# block 1

`src/rtl/csr_pkg.sv`:
```
// CSR addresses, mstatus fields and interrupt cause codes shared by
// the machine-mode CSR file and its timer.
package csr_pkg;

  localparam logic [11:0] CSR_MSTATUS   = 12'h300;
  localparam logic [11:0] CSR_MISA      = 12'h301;
  localparam logic [11:0] CSR_MIE       = 12'h304;
  localparam logic [11:0] CSR_MTVEC     = 12'h305;
  localparam logic [11:0] CSR_MSCRATCH  = 12'h340;
  localparam logic [11:0] CSR_MEPC      = 12'h341;
  localparam logic [11:0] CSR_MCAUSE    = 12'h342;
  localparam logic [11:0] CSR_MTVAL     = 12'h343;
  localparam logic [11:0] CSR_MIP       = 12'h344;
  localparam logic [11:0] CSR_MVENDORID = 12'hF11;
  localparam logic [11:0] CSR_MARCHID   = 12'hF12;
  localparam logic [11:0] CSR_MIMPID    = 12'hF13;
  localparam logic [11:0] CSR_MHARTID   = 12'hF14;
  localparam logic [11:0] CSR_TIME      = 12'hC01;
  localparam logic [11:0] CSR_TIMEH     = 12'hC81;
  localparam logic [11:0] CSR_MCYCLE    = 12'hB00;
  localparam logic [11:0] CSR_MCYCLEH   = 12'hB80;
  localparam logic [11:0] CSR_MINSTRET  = 12'hB02;
  localparam logic [11:0] CSR_MINSTRETH = 12'hB82;

  localparam int MSTATUS_MIE    = 3;
  localparam int MSTATUS_MPIE   = 7;
  localparam int MSTATUS_MPP_LO = 11;
  localparam int MSTATUS_MPP_HI = 12;

  localparam logic [31:0] MSTATUS_MASK = 32'h0000_1888;

  localparam int CAUSE_MSI        = 3;
  localparam int CAUSE_MTI        = 7;
  localparam int CAUSE_MEI        = 11;
  localparam int CAUSE_LOCAL_BASE = 16;

  localparam logic [31:0] MISA_RESET = 32'h4000_0100;

  function automatic logic [31:0] irq_mask(input int n);
    logic [31:0] m;
    m = '0;
    m[CAUSE_MSI] = 1'b1;
    m[CAUSE_MTI] = 1'b1;
    m[CAUSE_MEI] = 1'b1;
    for (int i = 0; i < n; i++) begin
      m[CAUSE_LOCAL_BASE + i] = 1'b1;
    end
    return m;
  endfunction

endpackage

```
`src/rtl/csr_mtimer.sv`:
```
// Prescaled 64-bit mtime counter with mtimecmp and the MTIP compare.
// Runs entirely in the core clock domain.
module csr_mtimer
  import csr_pkg::*;
#(
  parameter int TIMER_DIV = 1
) (
  input  logic        clk,
  input  logic        rst,
  input  logic [31:0] mtimecmp_wdata,
  input  logic        set_mtimecmp_low,
  input  logic        set_mtimecmp_high,
  output logic        mtip,
  output logic [31:0] mtime_low,
  output logic [31:0] mtime_high
);

  localparam int PW = (TIMER_DIV > 1) ? $clog2(TIMER_DIV) : 1;
  localparam logic [PW-1:0] PMAX = PW'(TIMER_DIV - 1);

  logic [PW-1:0] presc;
  logic [63:0]   mtime;
  logic [63:0]   mtimecmp;

  always_ff @(posedge clk or negedge rst) begin
    if (!rst) begin
      presc <= '0;
      mtime <= '0;
    end else if (presc == PMAX) begin
      presc <= '0;
      mtime <= mtime + 64'd1;
    end else begin
      presc <= presc + PW'(1);
    end
  end

  always_ff @(posedge clk or negedge rst) begin
    if (!rst) begin
      mtimecmp <= '1;
    end else begin
      if (set_mtimecmp_low)
        mtimecmp[31:0] <= mtimecmp_wdata;
      if (set_mtimecmp_high)
        mtimecmp[63:32] <= mtimecmp_wdata;
    end
  end

  assign mtip       = (mtime >= mtimecmp);
  assign mtime_low  = mtime[31:0];
  assign mtime_high = mtime[63:32];

endmodule

```
`src/rtl/csr_trap_ctrl.sv`:
```
// Machine-mode CSR file and trap/interrupt controller.
// Optional mcycle/minstret counters under `CSR_COUNTERS_EN.
module csr_trap_ctrl
  import csr_pkg::*;
#(
  parameter int          XLEN          = 32,
  parameter int          NUM_LOCAL_INT = 4,
  parameter int          TIMER_DIV     = 1,
  parameter logic [31:0] MTVEC_RESET   = 32'h0
) (
  input  logic            clk,
  input  logic            rst,
  input  logic [11:0]     csr_raddr,
  output logic [XLEN-1:0] csr_rdata,
  input  logic [11:0]     csr_waddr,
  input  logic [XLEN-1:0] csr_wdata,
  input  logic            csr_wen,
  input  logic            exception_en,
  input  logic [XLEN-1:0] exception_code,
  input  logic [XLEN-1:0] exp_pc,
  input  logic [XLEN-1:0] exp_val,
  input  logic [XLEN-1:0] int_pc,
  input  logic            mret_en,
  input  logic            ext_int,
  input  logic            soft_int,
  input  logic [(NUM_LOCAL_INT > 0 ? NUM_LOCAL_INT : 1)-1:0] local_int,
`ifdef CSR_COUNTERS_EN
  input  logic            instret_inc,
`endif
  output logic            int_req,
  input  logic            int_ack,
  output logic            trap_jmp_en,
  output logic [XLEN-1:0] trap_jmp_pc,
  input  logic [XLEN-1:0] mtimecmp_wdata,
  input  logic            set_mtimecmp_low,
  input  logic            set_mtimecmp_high,
  output logic [XLEN-1:0] mtime_low,
  output logic [XLEN-1:0] mtime_high
);

  localparam logic [31:0] MIE_MASK = irq_mask(NUM_LOCAL_INT);

  logic [31:0] mstatus;
  logic [31:0] mie;
  logic [31:0] mtvec;
  logic [31:0] mscratch;
  logic [31:0] mepc;
  logic [31:0] mcause;
  logic [31:0] mtval;
  logic [31:0] mip;
  logic [31:0] pending;
  logic [31:0] rdata;
  logic [31:0] trap_base;
  logic [4:0]  cause;
  logic        busy;
  logic        mtip;
  logic        take_int;
  logic        ev_exc;
  logic        ev_mret;
  logic        ev_int;
  logic        ev_wr;

  csr_mtimer #(
    .TIMER_DIV(TIMER_DIV)
  ) u_timer (
    .clk              (clk),
    .rst              (rst),
    .mtimecmp_wdata   (mtimecmp_wdata),
    .set_mtimecmp_low (set_mtimecmp_low),
    .set_mtimecmp_high(set_mtimecmp_high),
    .mtip             (mtip),
    .mtime_low        (mtime_low),
    .mtime_high       (mtime_high)
  );

  always_comb begin
    mip = '0;
    mip[CAUSE_MSI] = soft_int;
    mip[CAUSE_MTI] = mtip;
    mip[CAUSE_MEI] = ext_int;
    for (int i = 0; i < NUM_LOCAL_INT; i++) begin
      mip[CAUSE_LOCAL_BASE + i] = local_int[i];
    end
  end

  assign pending = mip & mie;
  assign int_req = mstatus[MSTATUS_MIE] & (|pending) & ~busy;

  // Later assignments win, so the loop order encodes priority.
  always_comb begin
    cause = '0;
    for (int i = 0; i < NUM_LOCAL_INT; i++) begin
      if (pending[CAUSE_LOCAL_BASE + i])
        cause = 5'(CAUSE_LOCAL_BASE + i);
    end
    if (pending[CAUSE_MTI]) cause = 5'(CAUSE_MTI);
    if (pending[CAUSE_MSI]) cause = 5'(CAUSE_MSI);
    if (pending[CAUSE_MEI]) cause = 5'(CAUSE_MEI);
  end

  assign trap_base = {mtvec[31:2], 2'b00};
  assign take_int  = int_ack & int_req;

  assign ev_exc  = exception_en;
  assign ev_mret = mret_en & ~exception_en;
  assign ev_int  = take_int & ~exception_en & ~mret_en;
  assign ev_wr   = csr_wen & ~exception_en & ~mret_en & ~take_int;

  always_ff @(posedge clk or negedge rst) begin
    if (!rst) begin
      mstatus     <= '0;
      mie         <= '0;
      mtvec       <= MTVEC_RESET;
      mscratch    <= '0;
      mepc        <= '0;
      mcause      <= '0;
      mtval       <= '0;
      busy        <= 1'b0;
      trap_jmp_en <= 1'b0;
      trap_jmp_pc <= '0;
    end else begin
      trap_jmp_en <= 1'b0;
      unique case (1'b1)
        ev_exc: begin
          trap_jmp_en  <= 1'b1;
          trap_jmp_pc  <= trap_base;
          mepc         <= exp_pc;
          mcause       <= exception_code;
          mtval        <= exp_val;
          mstatus[MSTATUS_MPIE] <= mstatus[MSTATUS_MIE];
          mstatus[MSTATUS_MIE]  <= 1'b0;
          mstatus[MSTATUS_MPP_HI:MSTATUS_MPP_LO] <= 2'b11;
        end
        ev_mret: begin
          trap_jmp_en  <= 1'b1;
          trap_jmp_pc  <= mepc;
          mstatus[MSTATUS_MIE]  <= mstatus[MSTATUS_MPIE];
          mstatus[MSTATUS_MPIE] <= 1'b1;
          busy         <= 1'b0;
        end
        ev_int: begin
          trap_jmp_en  <= 1'b1;
          trap_jmp_pc  <= mtvec[0]
                        ? trap_base + {25'd0, cause, 2'b00}
                        : trap_base;
          mepc         <= int_pc;
          mcause       <= {1'b1, 26'd0, cause};
          mstatus[MSTATUS_MPIE] <= mstatus[MSTATUS_MIE];
          mstatus[MSTATUS_MIE]  <= 1'b0;
          mstatus[MSTATUS_MPP_HI:MSTATUS_MPP_LO] <= 2'b11;
          busy         <= 1'b1;
        end
        ev_wr: begin
          case (csr_waddr)
            CSR_MSTATUS:  mstatus  <= csr_wdata & MSTATUS_MASK;
            CSR_MIE:      mie      <= csr_wdata & MIE_MASK;
            CSR_MTVEC:    mtvec    <= {csr_wdata[31:2], 1'b0, csr_wdata[0]};
            CSR_MSCRATCH: mscratch <= csr_wdata;
            CSR_MEPC:     mepc     <= csr_wdata;
            CSR_MCAUSE:   mcause   <= csr_wdata;
            CSR_MTVAL:    mtval    <= csr_wdata;
            default: ;
          endcase
        end
        default: ;
      endcase
    end
  end

`ifdef CSR_COUNTERS_EN
  logic [63:0] mcycle;
  logic [63:0] minstret;

  // A CSR write overrides the increment of the same half.
  always_ff @(posedge clk or negedge rst) begin
    if (!rst) begin
      mcycle   <= '0;
      minstret <= '0;
    end else begin
      mcycle   <= mcycle + 64'd1;
      minstret <= minstret + {63'd0, instret_inc};
      if (ev_wr) begin
        case (csr_waddr)
          CSR_MCYCLE:    mcycle[31:0]    <= csr_wdata;
          CSR_MCYCLEH:   mcycle[63:32]   <= csr_wdata;
          CSR_MINSTRET:  minstret[31:0]  <= csr_wdata;
          CSR_MINSTRETH: minstret[63:32] <= csr_wdata;
          default: ;
        endcase
      end
    end
  end
`endif

  always_comb begin
    rdata = '0;
    case (csr_raddr)
      CSR_MSTATUS:   rdata = mstatus;
      CSR_MISA:      rdata = MISA_RESET;
      CSR_MIE:       rdata = mie;
      CSR_MTVEC:     rdata = mtvec;
      CSR_MSCRATCH:  rdata = mscratch;
      CSR_MEPC:      rdata = mepc;
      CSR_MCAUSE:    rdata = mcause;
      CSR_MTVAL:     rdata = mtval;
      CSR_MIP:       rdata = mip;
      CSR_MVENDORID: rdata = '0;
      CSR_MARCHID:   rdata = '0;
      CSR_MIMPID:    rdata = '0;
      CSR_MHARTID:   rdata = '0;
      CSR_TIME:      rdata = mtime_low;
      CSR_TIMEH:     rdata = mtime_high;
`ifdef CSR_COUNTERS_EN
      CSR_MCYCLE:    rdata = mcycle[31:0];
      CSR_MCYCLEH:   rdata = mcycle[63:32];
      CSR_MINSTRET:  rdata = minstret[31:0];
      CSR_MINSTRETH: rdata = minstret[63:32];
`endif
      default:       rdata = '0;
    endcase
  end

  assign csr_rdata = rdata;

endmodule

```
`config.mk`:
```
export PLATFORM = sky130hd
export DESIGN_NAME = csr_trap_ctrl
export DESIGN_NICKNAME = d
export VERILOG_FILES = /design/src/rtl/csr_pkg.sv /design/src/rtl/csr_mtimer.sv /design/src/rtl/csr_trap_ctrl.sv
export SDC_FILE = /design/constraint.sdc
export NUM_CORES = 1
export LEC_CHECK = 0
export CORE_MARGIN = 2
export CORE_UTILIZATION = 53
export CTS_CLUSTER_DIAMETER = 200
export DETAILED_ROUTE_END_ITERATION = 7
export PLACE_DENSITY = 0.84
export SLEW_MARGIN = 10
export SYNTH_ARGS = -nofsm -noshare
export SYNTH_HDL_FRONTEND = slang
export SYNTH_HIERARCHICAL = 1
export SYNTH_SLANG_ARGS = --single-unit
```
`constraint.sdc`:
```
create_clock -name clk -period 6.5 [get_ports clk]
set_input_delay 0.65 -clock clk [delete_from_list [all_inputs] [get_ports clk]]
set_output_delay 0.65 -clock clk [all_outputs]
set_load 0.02 [all_outputs]
```
# block 2

===== config.mk =====
export PLATFORM = sky130hd
export DESIGN_NAME = ensemble_vote_n
export DESIGN_NICKNAME = d
export VERILOG_FILES = /design/src/rtl/ensemble_pkg.sv /design/src/rtl/majority_vote.sv /design/src/rtl/ensemble_vote_n.sv
export SDC_FILE = /design/constraint.sdc
export NUM_CORES = 1
export LEC_CHECK = 0
export CAP_MARGIN = 5
export CORE_AREA = 2 2 120 122
export DETAILED_ROUTE_END_ITERATION = 16
export DIE_AREA = 0 0 122 124
export SYNTH_ARGS = -nofsm -noshare
export SYNTH_HDL_FRONTEND = slang
export SYNTH_SLANG_ARGS = --single-unit

===== constraint.sdc =====
create_clock -name clk -period 3.2 [get_ports clk]
set_clock_uncertainty 0.1 [all_clocks]
set_input_delay 0.8 -clock clk [delete_from_list [all_inputs] [get_ports clk]]
set_output_delay 0.8 -clock clk [all_outputs]
set_load 0.02 [all_outputs]

===== src/rtl/ensemble_pkg.sv =====
// Shared definitions for the ensemble voter: join FSM states and the bit
// layout of the voted result word.
package ensemble_pkg;

  typedef enum logic [1:0] {
    ST_COLLECT = 2'd0,
    ST_VOTE    = 2'd1,
    ST_SEND    = 2'd2
  } join_state_e;

  localparam int LABEL_LSB     = 0;
  localparam int COUNT_LSB     = 8;
  localparam int INVALID_BIT   = 30;
  localparam int UNANIMOUS_BIT = 31;

endpackage


===== src/rtl/majority_vote.sv =====
// Combinational plurality vote over NUM_CH class labels. Labels outside
// 0..NUM_CLASSES-1 are ignored for counting but flagged; ties go to the
// smallest label, and with no valid label the winner and count are both 0.
module majority_vote
  import ensemble_pkg::*;
#(
  parameter int NUM_CH      = 3,
  parameter int CLASS_WIDTH = 4,
  parameter int NUM_CLASSES = 2,
  localparam int CNT_W      = $clog2(NUM_CH + 1)
) (
  input  logic [NUM_CH*CLASS_WIDTH-1:0] labels,
  output logic [CLASS_WIDTH-1:0]        winner,
  output logic [CNT_W-1:0]              count,
  output logic                          any_invalid,
  output logic                          unanimous
);

  logic [CNT_W-1:0] tally;

  // Histogram each valid class and keep the first strictly larger tally.
  always_comb begin
    winner      = '0;
    count       = '0;
    any_invalid = 1'b0;
    tally       = '0;
    for (int i = 0; i < NUM_CH; i++) begin
      if (int'(labels[i*CLASS_WIDTH +: CLASS_WIDTH]) >= NUM_CLASSES) begin
        any_invalid = 1'b1;
      end
    end
    for (int c = 0; c < NUM_CLASSES; c++) begin
      tally = '0;
      for (int i = 0; i < NUM_CH; i++) begin
        if (labels[i*CLASS_WIDTH +: CLASS_WIDTH] == CLASS_WIDTH'(c)) begin
          tally = tally + CNT_W'(1);
        end
      end
      if (tally > count) begin
        count  = tally;
        winner = CLASS_WIDTH'(c);
      end
    end
    unanimous = (count == CNT_W'(NUM_CH));
  end

endmodule


===== src/rtl/ensemble_vote_n.sv =====
// Ensemble voter: broadcasts each feature beat to NUM_CH classifiers (fork)
// and merges one result per classifier into a single voted beat (join).
// Fork and join run independently; the join collects one result per channel,
// votes for one cycle, then presents the result until it is accepted.
module ensemble_vote_n
  import ensemble_pkg::*;
#(
  parameter int DATA_WIDTH  = 32,
  parameter int KEEP_WIDTH  = 4,
  parameter int NUM_CH      = 3,
  parameter int CLASS_WIDTH = 4,
  parameter int NUM_CLASSES = 2,
  localparam int CNT_W      = $clog2(NUM_CH + 1)
) (
  input  logic                         clk,
  input  logic                         rst_n,
  // feature stream in
  input  logic [DATA_WIDTH-1:0]        s_axis_tdata,
  input  logic [KEEP_WIDTH-1:0]        s_axis_tkeep,
  input  logic                         s_axis_tvalid,
  input  logic                         s_axis_tlast,
  output logic                         s_axis_tready,
  // broadcast copies to classifiers
  output logic [NUM_CH*DATA_WIDTH-1:0] m_cls_tdata,
  output logic [NUM_CH*KEEP_WIDTH-1:0] m_cls_tkeep,
  output logic [NUM_CH-1:0]            m_cls_tlast,
  output logic [NUM_CH-1:0]            m_cls_tvalid,
  input  logic [NUM_CH-1:0]            m_cls_tready,
  // classifier results in
  input  logic [NUM_CH*DATA_WIDTH-1:0] s_res_tdata,
  input  logic [NUM_CH*KEEP_WIDTH-1:0] s_res_tkeep,
  input  logic [NUM_CH-1:0]            s_res_tlast,
  input  logic [NUM_CH-1:0]            s_res_tvalid,
  output logic [NUM_CH-1:0]            s_res_tready,
  // voted result out
  output logic [DATA_WIDTH-1:0]        m_axis_tdata,
  output logic [KEEP_WIDTH-1:0]        m_axis_tkeep,
  output logic                         m_axis_tvalid,
  output logic                         m_axis_tlast,
  input  logic                         m_axis_tready
);

  function automatic logic [DATA_WIDTH-1:0] pack_result(
    input logic [CLASS_WIDTH-1:0] win,
    input logic [CNT_W-1:0]       cnt,
    input logic                   inv,
    input logic                   una
  );
    logic [DATA_WIDTH-1:0] word;
    word = '0;
    word[LABEL_LSB +: CLASS_WIDTH] = win;
    word[COUNT_LSB +: CNT_W]       = cnt;
    word[INVALID_BIT]              = inv;
    word[UNANIMOUS_BIT]            = una;
    return word;
  endfunction

  // ---------------- fork ----------------
  logic [NUM_CH-1:0] sent_q;
  logic              s_axis_hs;

  assign m_cls_tdata = {NUM_CH{s_axis_tdata}};
  assign m_cls_tkeep = {NUM_CH{s_axis_tkeep}};
  assign m_cls_tlast = {NUM_CH{s_axis_tlast}};

  // A channel that already took this beat is masked until the whole beat retires.
  always_comb begin
    m_cls_tvalid  = {NUM_CH{rst_n & s_axis_tvalid}} & ~sent_q;
    s_axis_tready = rst_n & (&(sent_q | m_cls_tready));
    s_axis_hs     = s_axis_tvalid & s_axis_tready;
  end

  // Track per-channel delivery of the current feature beat.
  always_ff @(posedge clk) begin
    if (!rst_n) begin
      sent_q <= '0;
    end else if (s_axis_hs) begin
      sent_q <= '0;
    end else begin
      sent_q <= sent_q | (m_cls_tvalid & m_cls_tready);
    end
  end

  // ---------------- join ----------------
  join_state_e                   state_q;
  logic [NUM_CH-1:0]             held_q;
  logic [NUM_CH-1:0]             cap;
  logic [NUM_CH-1:0]             held_nxt;
  logic                          m_axis_hs;

  // Holding stage p0: one label per channel plus channel 0's tlast.
  logic [NUM_CH*CLASS_WIDTH-1:0] label_p0;
  logic                          tlast0_p0;

  // Output stage p1: registered voted beat.
  logic [DATA_WIDTH-1:0]         out_data_p1;
  logic [KEEP_WIDTH-1:0]         out_keep_p1;
  logic                          out_last_p1;

  logic [CLASS_WIDTH-1:0]        vote_winner;
  logic [CNT_W-1:0]              vote_count;
  logic                          vote_invalid;
  logic                          vote_unanimous;

  // Only the label field and channel 0's tlast carry meaning on the result side.
  logic unused_res;
  assign unused_res = ^{s_res_tdata, s_res_tkeep, s_res_tlast};

  // Accept results only while collecting and only into empty slots.
  always_comb begin
    s_res_tready  = {NUM_CH{rst_n && (state_q == ST_COLLECT)}} & ~held_q;
    cap           = s_res_tvalid & s_res_tready;
    held_nxt      = held_q | cap;
    m_axis_tvalid = (state_q == ST_SEND);
    m_axis_hs     = m_axis_tvalid & m_axis_tready;
  end

  // Join FSM: collect one result per channel, vote for a cycle, then send.
  always_ff @(posedge clk) begin
    if (!rst_n) begin
      state_q <= ST_COLLECT;
      held_q  <= '0;
    end else begin
      case (state_q)
        ST_COLLECT: begin
          held_q <= held_nxt;
          if (&held_nxt) begin
            state_q <= ST_VOTE;
          end
        end
        ST_VOTE: begin
          state_q <= ST_SEND;
        end
        ST_SEND: begin
          if (m_axis_hs) begin
            state_q <= ST_COLLECT;
            held_q  <= '0;
          end
        end
        default: begin
          state_q <= ST_COLLECT;
          held_q  <= '0;
        end
      endcase
    end
  end

  // Capture result labels as they are accepted.
  always_ff @(posedge clk) begin
    for (int i = 0; i < NUM_CH; i++) begin
      if (cap[i]) begin
        label_p0[i*CLASS_WIDTH +: CLASS_WIDTH] <= s_res_tdata[i*DATA_WIDTH +: CLASS_WIDTH];
      end
    end
    if (cap[0]) begin
      tlast0_p0 <= s_res_tlast[0];
    end
  end

  majority_vote #(
    .NUM_CH      (NUM_CH),
    .CLASS_WIDTH (CLASS_WIDTH),
    .NUM_CLASSES (NUM_CLASSES)
  ) u_vote (
    .labels      (label_p0),
    .winner      (vote_winner),
    .count       (vote_count),
    .any_invalid (vote_invalid),
    .unanimous   (vote_unanimous)
  );

  // Load the voted beat on the VOTE->SEND edge; it then holds until accepted.
  always_ff @(posedge clk) begin
    if (!rst_n) begin
      out_data_p1 <= '0;
      out_keep_p1 <= '0;
      out_last_p1 <= 1'b0;
    end else if (state_q == ST_VOTE) begin
      out_data_p1 <= pack_result(vote_winner, vote_count, vote_invalid, vote_unanimous);
      out_keep_p1 <= '1;
      out_last_p1 <= tlast0_p0;
    end
  end

  assign m_axis_tdata = out_data_p1;
  assign m_axis_tkeep = out_keep_p1;
  assign m_axis_tlast = out_last_p1;

endmodule


# block 3

$ cat config.mk
export PLATFORM = sky130hd
export DESIGN_NAME = seven_seg_scanner
export DESIGN_NICKNAME = d
export VERILOG_FILES = /design/src/rtl/seven_seg_scanner.sv
export SDC_FILE = /design/constraint.sdc
export NUM_CORES = 1
export LEC_CHECK = 0
export CAP_MARGIN = 5
export CORE_MARGIN = 3
export CORE_UTILIZATION = 50
export CTS_CLUSTER_DIAMETER = 40
export CTS_CLUSTER_SIZE = 14
export DETAILED_ROUTE_END_ITERATION = 8
export PLACE_DENSITY_LB_ADDON = 0.1
export SLEW_MARGIN = 25
export SYNTH_ARGS = -nofsm -noshare
export SYNTH_HDL_FRONTEND = slang
export SYNTH_SLANG_ARGS = --single-unit
$ cat constraint.sdc
create_clock -name clk_in -period 3.25 [get_ports clk_in]
set_clock_uncertainty 0.2 [all_clocks]
set_input_delay 0.8125 -clock clk_in [delete_from_list [all_inputs] [get_ports clk_in]]
set_output_delay 0.8125 -clock clk_in [all_outputs]
set_load 0.01 [all_outputs]
$ cat src/rtl/seven_seg_scanner.sv
// seven_seg_scanner: four-digit common-anode display scanner.
// Each digit slot starts with a blanking gap to stop ghosting between digits.
//
// Ports:
//   clk_in          system clock
//   rst_n_in        asynchronous active-low reset
//   segments_in     packed active-low patterns, digit n = [7n+6:7n]
//   digit_enable_in per-digit enable, bit n = digit n
//   seg_out         active-low cathodes {g..a}
//   anode_out       active-low anode selects, bit 0 = rightmost digit
//   frame_tick_out  one-cycle pulse as the outputs enter digit-0 blanking
//
// Optional feature: define LEADING_ZERO_BLANK_EN to suppress leading
// zero digits (3, 2, 1) that match ZERO_PAT in the frame snapshot.
module seven_seg_scanner #(
    parameter int unsigned CLK_HZ       = 100000000,
    parameter int unsigned DIGIT_HZ     = 1000,
    parameter int unsigned BLANK_CYCLES = 2000,
    parameter logic [6:0]  ZERO_PAT     = 7'b1000000
) (
    input  logic        clk_in,
    input  logic        rst_n_in,
    input  logic [27:0] segments_in,
    input  logic [3:0]  digit_enable_in,
    output logic [6:0]  seg_out,
    output logic [3:0]  anode_out,
    output logic        frame_tick_out
);

    localparam int unsigned DIV   = CLK_HZ / DIGIT_HZ;
    localparam int unsigned CNT_W = (DIV > 1) ? $clog2(DIV) : 1;

    localparam logic [CNT_W-1:0] TICK_MAX  = CNT_W'(DIV - 1);
    localparam logic [CNT_W-1:0] BLANK_END = CNT_W'(BLANK_CYCLES);

    localparam logic [0:0] BLANK = 1'b0;
    localparam logic [0:0] DRIVE = 1'b1;

    if (DIV < 2) begin : g_div_chk
        $error("seven_seg_scanner: DIV must be at least 2");
    end
    if (BLANK_CYCLES >= DIV) begin : g_blank_chk
        $error("seven_seg_scanner: BLANK_CYCLES must be below DIV");
    end

    logic [CNT_W-1:0] tick_cnt;
    logic [1:0]       digit_idx;
    logic [0:0]       state;
    logic             wrap;
    logic             take;
    logic [27:0]      snap_seg;
    logic [3:0]       snap_en;
    logic [27:0]      seg_eff;
    logic [3:0]       en_eff;
    logic [3:0]       en_act;
    logic [6:0]       pat;

    assign wrap  = (tick_cnt == TICK_MAX);
    assign take  = (digit_idx == 2'd0) && (tick_cnt == '0);
    // Phase is a pure function of the prescaler, so no separate state flop.
    assign state = (tick_cnt < BLANK_END) ? BLANK : DRIVE;

    always_ff @(posedge clk_in or negedge rst_n_in) begin
        if (!rst_n_in) begin
            tick_cnt  <= '0;
            digit_idx <= 2'd0;
        end else if (wrap) begin
            tick_cnt  <= '0;
            digit_idx <= digit_idx + 2'd1;
        end else begin
            tick_cnt  <= tick_cnt + 1'b1;
        end
    end

    always_ff @(posedge clk_in or negedge rst_n_in) begin
        if (!rst_n_in) begin
            snap_seg <= 28'hFFFFFFF;
            snap_en  <= 4'b0000;
        end else if (take) begin
            snap_seg <= segments_in;
            snap_en  <= digit_enable_in;
        end
    end

    // Bypass the snapshot in the latch cycle so a zero-length blank
    // would still show this frame's data on digit 0.
    assign seg_eff = take ? segments_in : snap_seg;
    assign en_eff  = take ? digit_enable_in : snap_en;

`ifdef LEADING_ZERO_BLANK_EN
    logic sup3;
    logic sup2;
    logic sup1;

    assign sup3   = (seg_eff[27:21] == ZERO_PAT);
    assign sup2   = sup3 && (seg_eff[20:14] == ZERO_PAT);
    assign sup1   = sup2 && (seg_eff[13:7] == ZERO_PAT);
    assign en_act = en_eff & ~{sup3, sup2, sup1, 1'b0};
`else
    logic zero_pat_unused;

    assign zero_pat_unused = ^ZERO_PAT;
    assign en_act          = en_eff;
`endif

    always_comb begin
        pat = 7'h7F;
        unique case (digit_idx)
            2'd0: pat = seg_eff[6:0];
            2'd1: pat = seg_eff[13:7];
            2'd2: pat = seg_eff[20:14];
            2'd3: pat = seg_eff[27:21];
            default: pat = 7'h7F;
        endcase
    end

    always_ff @(posedge clk_in or negedge rst_n_in) begin
        if (!rst_n_in) begin
            seg_out        <= 7'h7F;
            anode_out      <= 4'b1111;
            frame_tick_out <= 1'b0;
        end else begin
            frame_tick_out <= take;
            if ((state == DRIVE) && en_act[digit_idx]) begin
                anode_out <= ~(4'b0001 << digit_idx);
                seg_out   <= pat;
            end else begin
                anode_out <= 4'b1111;
                seg_out   <= 7'h7F;
            end
        end
    end

endmodule

# block 4

$ cat config.mk
export PLATFORM = sky130hd
export DESIGN_NAME = hazard_controller
export DESIGN_NICKNAME = d
export VERILOG_FILES = /design/src/rtl/hazard_controller.sv
export SDC_FILE = /design/constraint.sdc
export NUM_CORES = 1
export LEC_CHECK = 0
export CAP_MARGIN = 40
export CORE_ASPECT_RATIO = 1.2
export CORE_MARGIN = 3
export CORE_UTILIZATION = 30
export CTS_CLUSTER_SIZE = 30
export DETAILED_ROUTE_END_ITERATION = 16
export PLACE_DENSITY_LB_ADDON = 0.08
export SLEW_MARGIN = 20
export SYNTH_ARGS = -nofsm -noshare
export SYNTH_HDL_FRONTEND = slang
export SYNTH_SLANG_ARGS = --single-unit
$ cat constraint.sdc
create_clock -name clock -period 4.7 [get_ports clock]
set_clock_uncertainty 0.05 [all_clocks]
set_input_delay 0.94 -clock clock [delete_from_list [all_inputs] [get_ports clock]]
set_output_delay 0.94 -clock clock [all_outputs]
set_load 0.005 [all_outputs]
$ cat src/rtl/hazard_controller.sv
// Stall/flush sequencer for the 5-stage pipeline; outputs are combinational from state and inputs, no added latency.
// Never backpressured itself: it is the source of every hold/bubble, and all outputs are forced low while reset is asserted.
module hazard_controller #(
  parameter int N                 = 5,
  parameter int TIMEOUT_CYCLES    = 255,
  parameter int TRAP_DRAIN_CYCLES = 2,
  parameter int CNT_WIDTH         = 32
) (
  input  logic                 clock,
  input  logic                 reset,
  input  logic [N-1:0]         rs1_id,
  input  logic [N-1:0]         rs2_id,
  input  logic                 uses_rs1_id,
  input  logic                 uses_rs2_id,
  input  logic                 operand_in_id,
  input  logic [N-1:0]         rd_ex,
  input  logic [N-1:0]         rd_mem,
  input  logic                 reg_we_ex,
  input  logic                 reg_we_mem,
  input  logic                 mem_read_ex,
  input  logic                 mem_read_mem,
  input  logic                 branch_taken_id,
  input  logic                 trap_mem,
  input  logic                 imem_req,
  input  logic                 imem_ack,
  input  logic                 dmem_req,
  input  logic                 dmem_ack,
  output logic                 stall_if,
  output logic                 stall_id,
  output logic                 stall_ex,
  output logic                 stall_mem,
  output logic                 flush_id,
  output logic                 flush_ex,
  output logic                 flush_mem,
  output logic                 flush_wb,
  output logic                 mem_timeout,
  output logic [CNT_WIDTH-1:0] stall_count
);

  localparam int DW = (TRAP_DRAIN_CYCLES > 1) ? $clog2(TRAP_DRAIN_CYCLES) : 1;
  localparam int WDW = (TIMEOUT_CYCLES > 1) ? $clog2(TIMEOUT_CYCLES) : 1;
  localparam logic [DW-1:0] DRAIN_LOAD = DW'(TRAP_DRAIN_CYCLES - 1);
  localparam logic [WDW-1:0] WD_LAST = WDW'(TIMEOUT_CYCLES - 1);

  typedef enum logic [1:0] {RUN, DWAIT, DRAIN} state_t;

  state_t         state;
  logic [DW-1:0]  drain_cnt;
  logic [WDW-1:0] wd_cnt;
  logic           timeout_q;
  logic           redirect_pending;

  logic ex_match, mem_match, load_use, dec_hz, d_wait, i_wait, timeout_hit, set_pend;

  // Register 0 is hardwired, so a match against it is never a hazard.
  assign ex_match  = (rd_ex != '0) &&
                     ((uses_rs1_id && rs1_id == rd_ex) || (uses_rs2_id && rs2_id == rd_ex));
  assign mem_match = (rd_mem != '0) &&
                     ((uses_rs1_id && rs1_id == rd_mem) || (uses_rs2_id && rs2_id == rd_mem));
  assign load_use  = reg_we_ex && mem_read_ex && ex_match;
  assign dec_hz    = operand_in_id &&
                     ((reg_we_ex && ex_match) || (reg_we_mem && mem_read_mem && mem_match));
  assign d_wait    = dmem_req && !dmem_ack;
  assign i_wait    = imem_req && !imem_ack;
  assign timeout_hit = d_wait && (wd_cnt == WD_LAST);
  assign mem_timeout = reset && (timeout_q || timeout_hit);

  always_comb begin
    stall_if  = 1'b0;
    stall_id  = 1'b0;
    stall_ex  = 1'b0;
    stall_mem = 1'b0;
    flush_id  = 1'b0;
    flush_ex  = 1'b0;
    flush_mem = 1'b0;
    flush_wb  = 1'b0;
    set_pend  = 1'b0;
    if (d_wait) begin
      stall_if  = 1'b1;
      stall_id  = 1'b1;
      stall_ex  = 1'b1;
      stall_mem = 1'b1;
      flush_wb  = 1'b1;
    end else begin
      if (trap_mem) begin
        flush_id  = 1'b1;
        flush_ex  = 1'b1;
        flush_mem = 1'b1;
      end else if (load_use || dec_hz) begin
        stall_if = 1'b1;
        stall_id = 1'b1;
        flush_ex = 1'b1;
      end else if (branch_taken_id) begin
        // A redirect during a fetch wait is deferred until the stale fetch returns.
        if (i_wait) set_pend = 1'b1;
        else        flush_id = 1'b1;
      end else if (i_wait) begin
        stall_if = 1'b1;
        flush_id = 1'b1;
      end
      if (state == DRAIN || (redirect_pending && imem_ack)) flush_id = 1'b1;
    end
    if (!reset) begin
      stall_if  = 1'b0;
      stall_id  = 1'b0;
      stall_ex  = 1'b0;
      stall_mem = 1'b0;
      flush_id  = 1'b0;
      flush_ex  = 1'b0;
      flush_mem = 1'b0;
      flush_wb  = 1'b0;
      set_pend  = 1'b0;
    end
  end

  always_ff @(posedge clock or negedge reset) begin
    if (!reset) begin
      state            <= RUN;
      drain_cnt        <= '0;
      wd_cnt           <= '0;
      timeout_q        <= 1'b0;
      redirect_pending <= 1'b0;
      stall_count      <= '0;
    end else begin
      if (d_wait) begin
        // A data wait inside a drain keeps the drain state with its counter frozen.
        if (state != DRAIN) state <= DWAIT;
        if (wd_cnt != WD_LAST) wd_cnt <= wd_cnt + WDW'(1);
      end else begin
        wd_cnt <= '0;
        if (trap_mem) begin
          state     <= (TRAP_DRAIN_CYCLES > 1) ? DRAIN : RUN;
          drain_cnt <= DRAIN_LOAD;
        end else if (state == DRAIN) begin
          drain_cnt <= drain_cnt - DW'(1);
          if (drain_cnt <= DW'(1)) state <= RUN;
        end else begin
          state <= RUN;
        end
        if (redirect_pending) redirect_pending <= !(imem_ack && !branch_taken_id);
        else                  redirect_pending <= set_pend;
      end
      if (timeout_hit) timeout_q <= 1'b1;
      if (stall_if) stall_count <= stall_count + CNT_WIDTH'(1);
    end
  end

endmodule


==> layout pictures side by side <==
Met2 routing.
Plate I
(2 px per um)
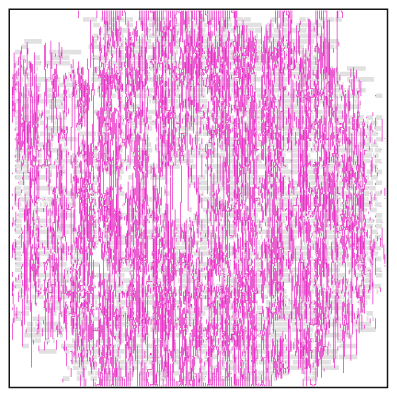
Plate II
(3 px per um)
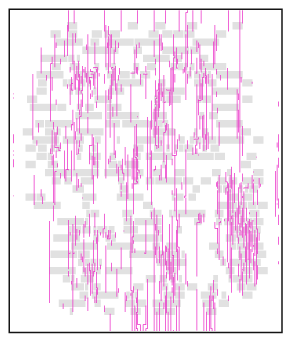
Plate III
(3 px per um)
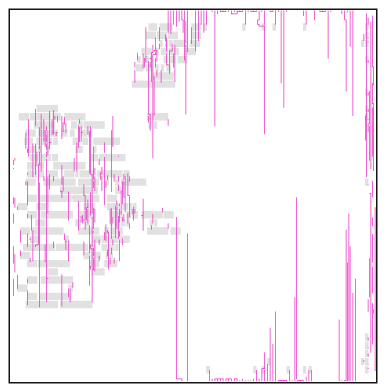
Plate IV
(4 px per um)
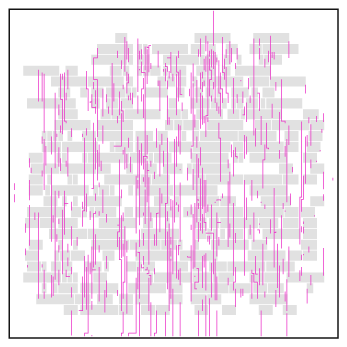
Plate I comes from block 1.
Plate II comes from block 4.
Plate III comes from block 2.
Plate IV comes from block 3.

Key to Plate I:
wire length on this layer = 30.0 mm
nets with wire on the layer = 2198
main direction = vertical

### Zoomed window, block 4

Region (58, 70) to (78, 90) um. Cells in grey, sequential cells in the stronger grey; small squares are vias.
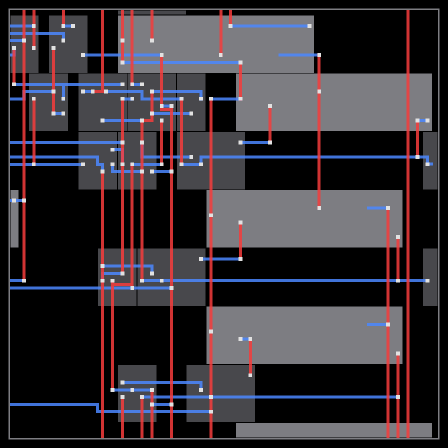
M1 -> blue
M2 -> red
sequential cells in the window = 4
cells with their middle in the window = 17
netlist names of flops here include = stall_count (4)
most frequent = nor3_1 (4), dfrtp_1 (4), xor2_1 (3)

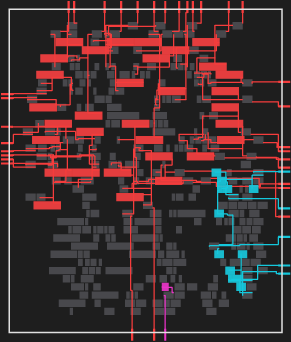
*Wires at chosen ports, followed through buffers, block 4*
(3 px per um)
stall_count -> red  # bits 32, direction output, edge 13 north, 9 east, 8 west, 2 south, end cells 32, buffers 32, wire 1420 um
imem_req -> magenta  # bits 1, direction input, edge south, end cells 1, buffers 1, wire 17.9 um
rd_ex -> cyan  # bits 5, direction input, edge east, end cells 12, buffers 5, wire 196 um

==> qor.yml, block 4 <==
run_status:
  status: "completed"
pwr:
  top_power_group: "registers"
  pg_comb_mw: 0.217
drt:
  route.met2.wl_um: 3100
clock_network:
  clock-root-buffer: "clkbuf_8"
  path_clk_slew_ns: 0.08
  cts_num_sinks: 44
  ctsLongestPathBuffers: 2
  postCtsHoldBufs: 0
worst_setup_path:
  critPathLaunch: "rd_ex[0]"
  cp_cell_sequence: "clkdlybuf4s50_1, xnor2_1, nand4_1, o22ai_1, a22oi_1, o21a_1, nor2_1, clkdlybuf4s50_1"
  worst_path_max_delay_cell: "clkdlybuf4s50_1"
  critical_path.max_stage_delay_ns: 0.50
  cp-endpoint: "stall_id"
grt:
  grt_overflow: 0
  grtUsageTotal_pct: 13.8
yosys:
  yosysTopAreaCellShare_pct: 42.9
  synth.cellmix.simpleShare_pct: 27.2
  syn_nets: 310
placement:
  numPortBuffers: 75
timing:
  finalCritPeriodShare_pct: 86.8
final_layout:
  comb_cells: 206
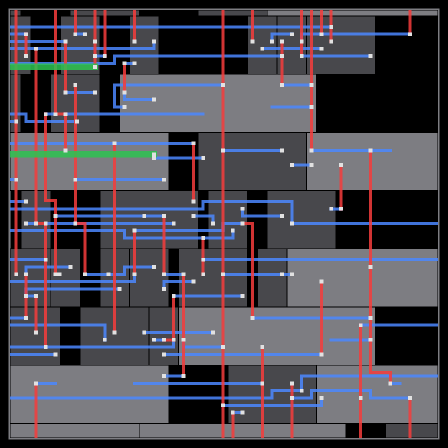
*Zoomed window, block 3*
Region (51, 51) to (71, 71) um. Cells in grey, sequential cells in the stronger grey; small squares are vias.
M1 -> blue
M2 -> red
M3 -> green
cells with their middle in the window = 28
netlist names of flops here include = tick_cnt (6), snap_seg (1)
sequential cells in the window = 7
most frequent = dfrtp_1 (6), nor2_1 (4)

==> qor.yml, block 3 <==
floorplan:
  core-area_sq_um: 5340
  fp.dieH_um: 81.8
grt:
  use_met3_pct: 6.91
yosys:
  synth-edff-count: 0
  ys_cells: 244
  top_logic_kind: "simple AND/OR/NAND/NOR gates"
  ys_sh_xor_pct: 4.57
  syn_avg_cell_area_sq_um: 11.8
worst_setup_path:
  r2r-start: "digit_idx[1]"
final_layout:
  antenna_cells: 0
  fin_cells: 372
  regMostFlops: "snap_seg"
  final-nonclk-buf-share_pct: 13.9
  regArea_sq_um: 1630
  finish.net_count: 338
pwr:
  clkPwrFrac_pct: 43.6
placement:
  place_ws_ns: 0.142
run_status:
  status: "completed"
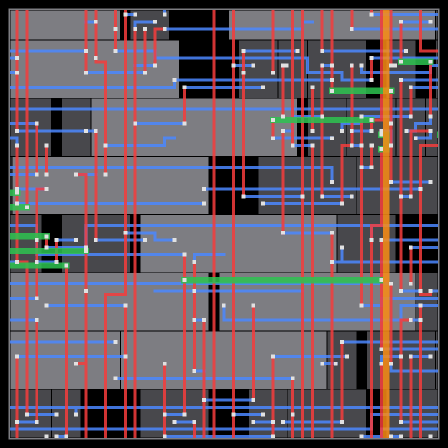
*Zoomed window, block 1*
Region (131, 131) to (151, 151) um. Cells in grey, sequential cells in the stronger grey; small squares are vias.
M2 -> red
M3 -> green
M1 -> blue
M4 -> orange
most frequent = dfrtp_1 (6), inv_1 (4), dfstp_2 (4)
cells with their middle in the window = 34
netlist names of flops here include = u_timer/mtime (6), u_timer/mtimecmp (4)
sequential cells in the window = 10

==> qor.yml, block 1 <==
clock_network:
  htree_levels: 2
  insertion_delay_ns: 0.54
  cts_setup_buffers: 0
  cts_tree: "yes"
final_layout:
  fin_util_pct: 69.7
  flop-count: 332
  comb_share_pct: 38.1
  clkCellAreaFrac_pct: 5.62
  seq_share_pct: 35.9
  final_cell_mix: "clkdlybuf4s50_1 (356), dfrtp_1 (268), nand2_1 (204)"
  final_area_sq_um: 23400
  comb_area_sq_um: 8900
worst_setup_path:
  cp.depth: 17
  cpLargestDelayFamily: "AND-OR/OR-AND gates"
yosys:
  syn_nets: 2165
  top_logic_kind: "AND-OR/OR-AND gates"
  syn_area_sq_um: 18000
pwr:
  p_seq_share_pct: 44.7
  pg_comb_mw: 0.601
  clkPwrFrac_pct: 43.6
run_status:
  status: "completed"
timing:
  finalSetupTns_ns: 0
  fin_skew_ns: 0.0198
  worst_slack_ns: 0.793
floorplan:
  fp.dieH_um: 188
drt:
  initialDrtViolationCount: 2260
  top_layer: "met4"
grt:
  grt_max_degree: 196
  grt_pass1_vias: 17200
placement:
  dp.cells: 2593
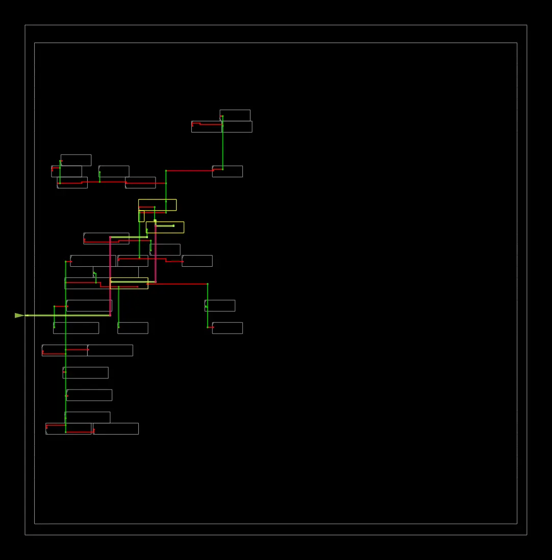
*Clock routing, block 2*
Worst-Skew Late Latency: 0.26 ns
CTS sink count: 28
registers: 28
total CTS buffers: 3
P_clk: 0.285 mW

==> qor.yml, block 2 <==
grt:
  grt_max_degree: 16
  met2_usage_pct: 11.1
final_layout:
  finish.net_count: 352
  clkCellAreaFrac_pct: 3.91
  fin_cells: 367
  n_all_buffers: 43
timing:
  slew_headroom_pct: 61.9
  setup_viol: 0
drt:
  vias: 1137
  dr.pass1.iters: 4
worst_setup_path:
  cpLargestDelayFamily: "buffers and inverters"
floorplan:
  initial_utilization_pct: 16.4
  well_tap_count: 180
run_status:
  status: "completed"
pwr:
  switchingPower_mw: 0.233
  swShare_pct: 26.6
yosys:
  synth_cells: 256
clock_network:
  postCtsHoldBufs: 0

# block 5

### Clock routing, block 5

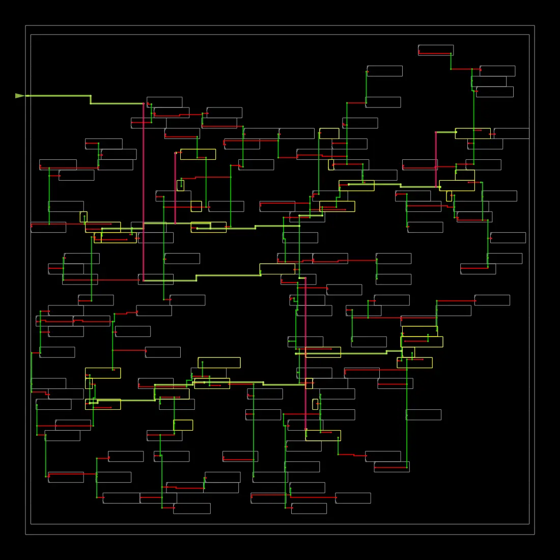
### Wiring by layer, block 5

(4 px per um) Two of the layers only.
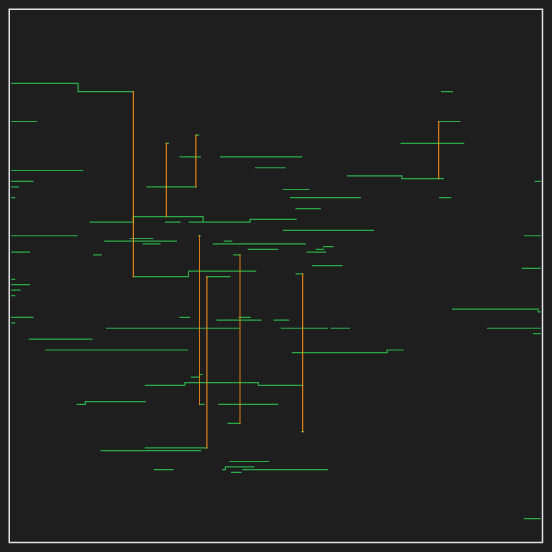
`config.mk`:
```
export PLATFORM = sky130hd
export DESIGN_NAME = kbd_scan4x4
export DESIGN_NICKNAME = d
export VERILOG_FILES = /design/src/rtl/kbd_scan4x4_pkg.sv /design/src/rtl/kbd_fifo.sv /design/src/rtl/kbd_scan4x4.sv
export SDC_FILE = /design/constraint.sdc
export NUM_CORES = 1
export LEC_CHECK = 0
export ABC_AREA = 1
export CAP_MARGIN = 20
export CORE_UTILIZATION = 37
export CTS_CLUSTER_DIAMETER = 30
export CTS_CLUSTER_SIZE = 12
export DETAILED_ROUTE_END_ITERATION = 10
export PLACE_DENSITY = 0.63
export SLEW_MARGIN = 20
export SYNTH_ARGS = -nofsm -noshare
export SYNTH_HDL_FRONTEND = slang
export SYNTH_HIERARCHICAL = 1
export SYNTH_SLANG_ARGS = --single-unit
```
`constraint.sdc`:
```
create_clock -name clk -period 2.7 [get_ports clk]
set_input_delay 0.27 -clock clk [delete_from_list [all_inputs] [get_ports clk]]
set_output_delay 0.27 -clock clk [all_outputs]
set_load 0.05 [all_outputs]
```
`src/rtl/kbd_scan4x4_pkg.sv`:
```
// Shared constants and types for the 4x4 keypad scanner.
package kbd_scan4x4_pkg;

    localparam int KEY_EVT_PRESS = 4;
    localparam int KEY_IDX_W     = 4;
    localparam int KEY_CODE_W    = 5;

    typedef enum logic [0:0] {
        ST_IDLE = 1'b0,
        ST_EMIT = 1'b1
    } emit_state_t;

endpackage

```
`src/rtl/kbd_fifo.sv`:
```
// Small synchronous FIFO for key events; a push on full is dropped unless a pop frees the slot.
module kbd_fifo #(
    parameter int WIDTH = 5,
    parameter int DEPTH = 4
) (
    input  logic             clk,
    input  logic             reset,
    input  logic             push,
    input  logic [WIDTH-1:0] push_data,
    input  logic             pop,
    output logic [WIDTH-1:0] head,
    output logic             full,
    output logic             empty
);

    localparam int AW = $clog2(DEPTH);

    logic [WIDTH-1:0] mem [DEPTH];
    logic [AW:0]      wr_ptr;
    logic [AW:0]      rd_ptr;
    logic             wr_en;
    logic             rd_en;

    // Pointers carry one extra wrap bit to tell full from empty.
    assign empty = (wr_ptr == rd_ptr);
    assign full  = (wr_ptr[AW] != rd_ptr[AW]) && (wr_ptr[AW-1:0] == rd_ptr[AW-1:0]);
    assign rd_en = pop && !empty;
    assign wr_en = push && (!full || rd_en);
    assign head  = mem[rd_ptr[AW-1:0]];

    always_ff @(posedge clk or negedge reset) begin
        if (!reset) begin
            wr_ptr <= '0;
            rd_ptr <= '0;
            for (int i = 0; i < DEPTH; i++) begin
                mem[i] <= '0;
            end
        end else begin
            if (wr_en) begin
                mem[wr_ptr[AW-1:0]] <= push_data;
                wr_ptr              <= wr_ptr + 1'b1;
            end
            if (rd_en) begin
                rd_ptr <= rd_ptr + 1'b1;
            end
        end
    end

endmodule

```
`src/rtl/kbd_scan4x4.sv`:
```
// 4x4 keypad scanner: column drive, row sync, frame debounce and press/release event emitter.
// state   | meaning
// IDLE    | waiting for a debounced commit
// EMIT    | walking keys 0..15, pushing one event per changed key
module kbd_scan4x4 import kbd_scan4x4_pkg::*; #(
    parameter int SCAN_DIV   = 1000,
    parameter int DB_SCANS   = 4,
    parameter int FIFO_DEPTH = 4
) (
    input  logic                  clk,
    input  logic                  reset,
    output logic [3:0]            col,
    input  logic [3:0]            row,
    output logic [15:0]           key_state,
    output logic [KEY_CODE_W-1:0] key_code,
    output logic                  key_valid,
    input  logic                  key_ack,
    output logic                  overflow,
    input  logic                  clr_ovf
);

    localparam int DW = $clog2(SCAN_DIV);
    localparam logic [DW-1:0] DIV_LAST = DW'(SCAN_DIV - 1);
    localparam int SW = (DB_SCANS > 1) ? $clog2(DB_SCANS) : 1;
    localparam logic [SW-1:0] STABLE_MAX = SW'(DB_SCANS - 1);

    logic [3:0]            row_meta;
    logic [3:0]            row_sync;
    logic [DW-1:0]         div;
    logic [1:0]            ci;
    logic [15:0]           raw_acc;
    logic [15:0]           raw_next;
    logic [15:0]           prev;
    logic [SW-1:0]         stable_cnt;
    logic [SW-1:0]         stable_next;
    logic                  sample;
    logic                  frame_end;
    logic                  commit;

    emit_state_t           state;
    logic [KEY_IDX_W-1:0]  idx;
    logic [15:0]           diff;
    logic                  evt_push;
    logic [KEY_CODE_W-1:0] evt_code;

    logic                  fifo_full;
    logic                  fifo_empty;
    logic                  fifo_pop;

    assign col = ~(4'b0001 << ci);

    always_comb begin
        sample    = (div == DIV_LAST);
        frame_end = sample && (ci == 2'd3);
        raw_next  = raw_acc;
        for (int r = 0; r < 4; r++) begin
            raw_next[{2'(r), ci}] = ~row_sync[r];
        end
        if (raw_next == prev) begin
            stable_next = (stable_cnt == STABLE_MAX) ? stable_cnt : stable_cnt + 1'b1;
        end else begin
            stable_next = '0;
        end
        commit = frame_end && (stable_next == STABLE_MAX) && (raw_next != key_state);
    end

    always_ff @(posedge clk or negedge reset) begin
        if (!reset) begin
            row_meta   <= 4'hF;
            row_sync   <= 4'hF;
            div        <= '0;
            ci         <= '0;
            raw_acc    <= '0;
            prev       <= '0;
            stable_cnt <= '0;
            key_state  <= '0;
        end else begin
            row_meta <= row;
            row_sync <= row_meta;
            if (sample) begin
                div     <= '0;
                ci      <= ci + 2'd1;
                raw_acc <= raw_next;
            end else begin
                div <= div + 1'b1;
            end
            if (frame_end) begin
                stable_cnt <= stable_next;
                if (raw_next != prev) begin
                    prev <= raw_next;
                end
                if (commit) begin
                    key_state <= raw_next;
                end
            end
        end
    end

    // key_state already holds the committed frame while EMIT runs, so it supplies the press bit.
    always_ff @(posedge clk or negedge reset) begin
        if (!reset) begin
            state <= ST_IDLE;
            idx   <= '0;
            diff  <= '0;
        end else begin
            case (state)
                ST_IDLE: begin
                    if (commit) begin
                        diff  <= raw_next ^ key_state;
                        idx   <= '0;
                        state <= ST_EMIT;
                    end
                end
                ST_EMIT: begin
                    idx <= idx + 1'b1;
                    if (idx == 4'd15) begin
                        state <= ST_IDLE;
                    end
                end
                default: state <= ST_IDLE;
            endcase
        end
    end

    always_comb begin
        evt_push                    = (state == ST_EMIT) && diff[idx];
        evt_code                    = '0;
        evt_code[KEY_EVT_PRESS]     = key_state[idx];
        evt_code[KEY_IDX_W-1:0]     = idx;
    end

    assign fifo_pop  = key_ack && key_valid;
    assign key_valid = !fifo_empty;

    kbd_fifo #(
        .WIDTH (KEY_CODE_W),
        .DEPTH (FIFO_DEPTH)
    ) u_fifo (
        .clk       (clk),
        .reset     (reset),
        .push      (evt_push),
        .push_data (evt_code),
        .pop       (fifo_pop),
        .head      (key_code),
        .full      (fifo_full),
        .empty     (fifo_empty)
    );

    always_ff @(posedge clk or negedge reset) begin
        if (!reset) begin
            overflow <= 1'b0;
        end else if (evt_push && fifo_full && !fifo_pop) begin
            overflow <= 1'b1;
        end else if (clr_ovf) begin
            overflow <= 1'b0;
        end
    end

endmodule
```
==> qor.yml <==
yosys:
  synth.cellmix.simpleShare_pct: 32.0
  syn_nets: 827
  yosysTopAreaCellShare_pct: 43.4
  syn_avg_cell_area_sq_um: 7.86
final_layout:
  final_area_sq_um: 7710
timing:
  finalCritPeriodShare_pct: 95.4
  drv_slew: 0
  tightest_slew_ns: 0.749
  slew_headroom_pct: 50.1
clock_network:
  cts_num_sinks: 118
  postCtsHoldBufs: 1
  cts_tree: "yes"
drt:
  drc: 0
  met1_length_um: 7500
run_status:
  status: "completed"
worst_setup_path:
  critical_path.max_stage_delay_ns: 0.81
  worst_path_max_delay_cell: "clkdlybuf4s50_1"
  rr_endpoint: "key_state[4]"
Notes on 'Clock routing' of block 5 above:
P_clk: 2.22 mW
Worst-Skew Late Latency: 0.41 ns

Notes on 'Wiring by layer' of block 5 above:
M4 -> orange  # wire length 258 um
M3 -> green  # wire length 795 um



## Gallery

Clock routing.
shot_01.png
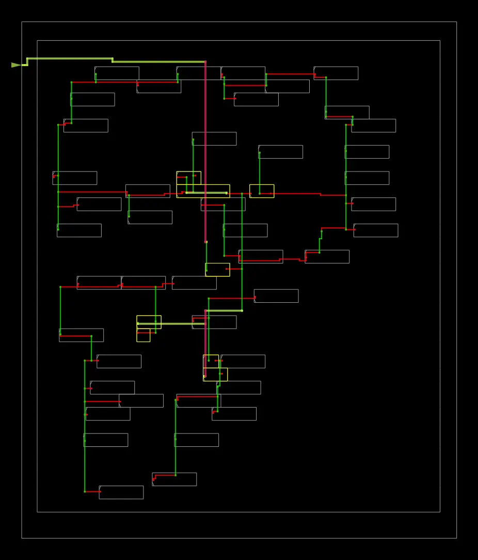
shot_02.png
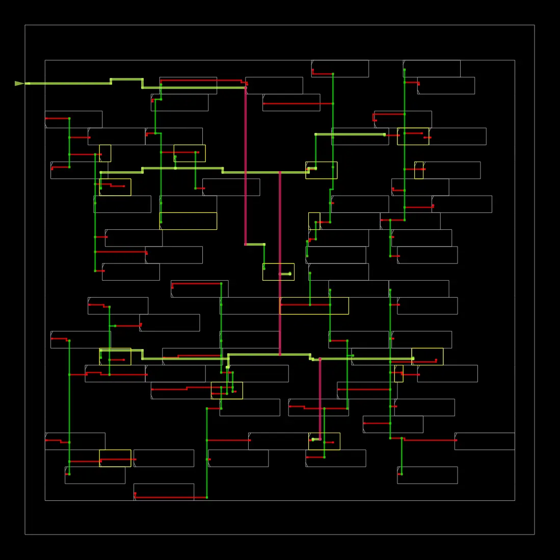
shot_03.png
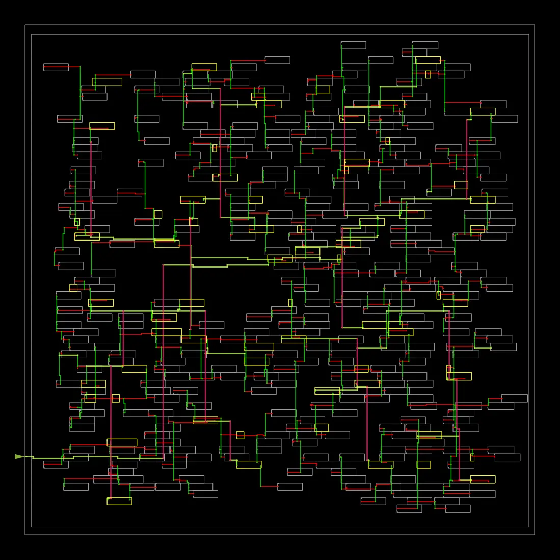
- shot_01.png = block 4
- shot_02.png = block 3
- shot_03.png = block 1

No activity file was given, so power comes from the tool's default toggle rates.
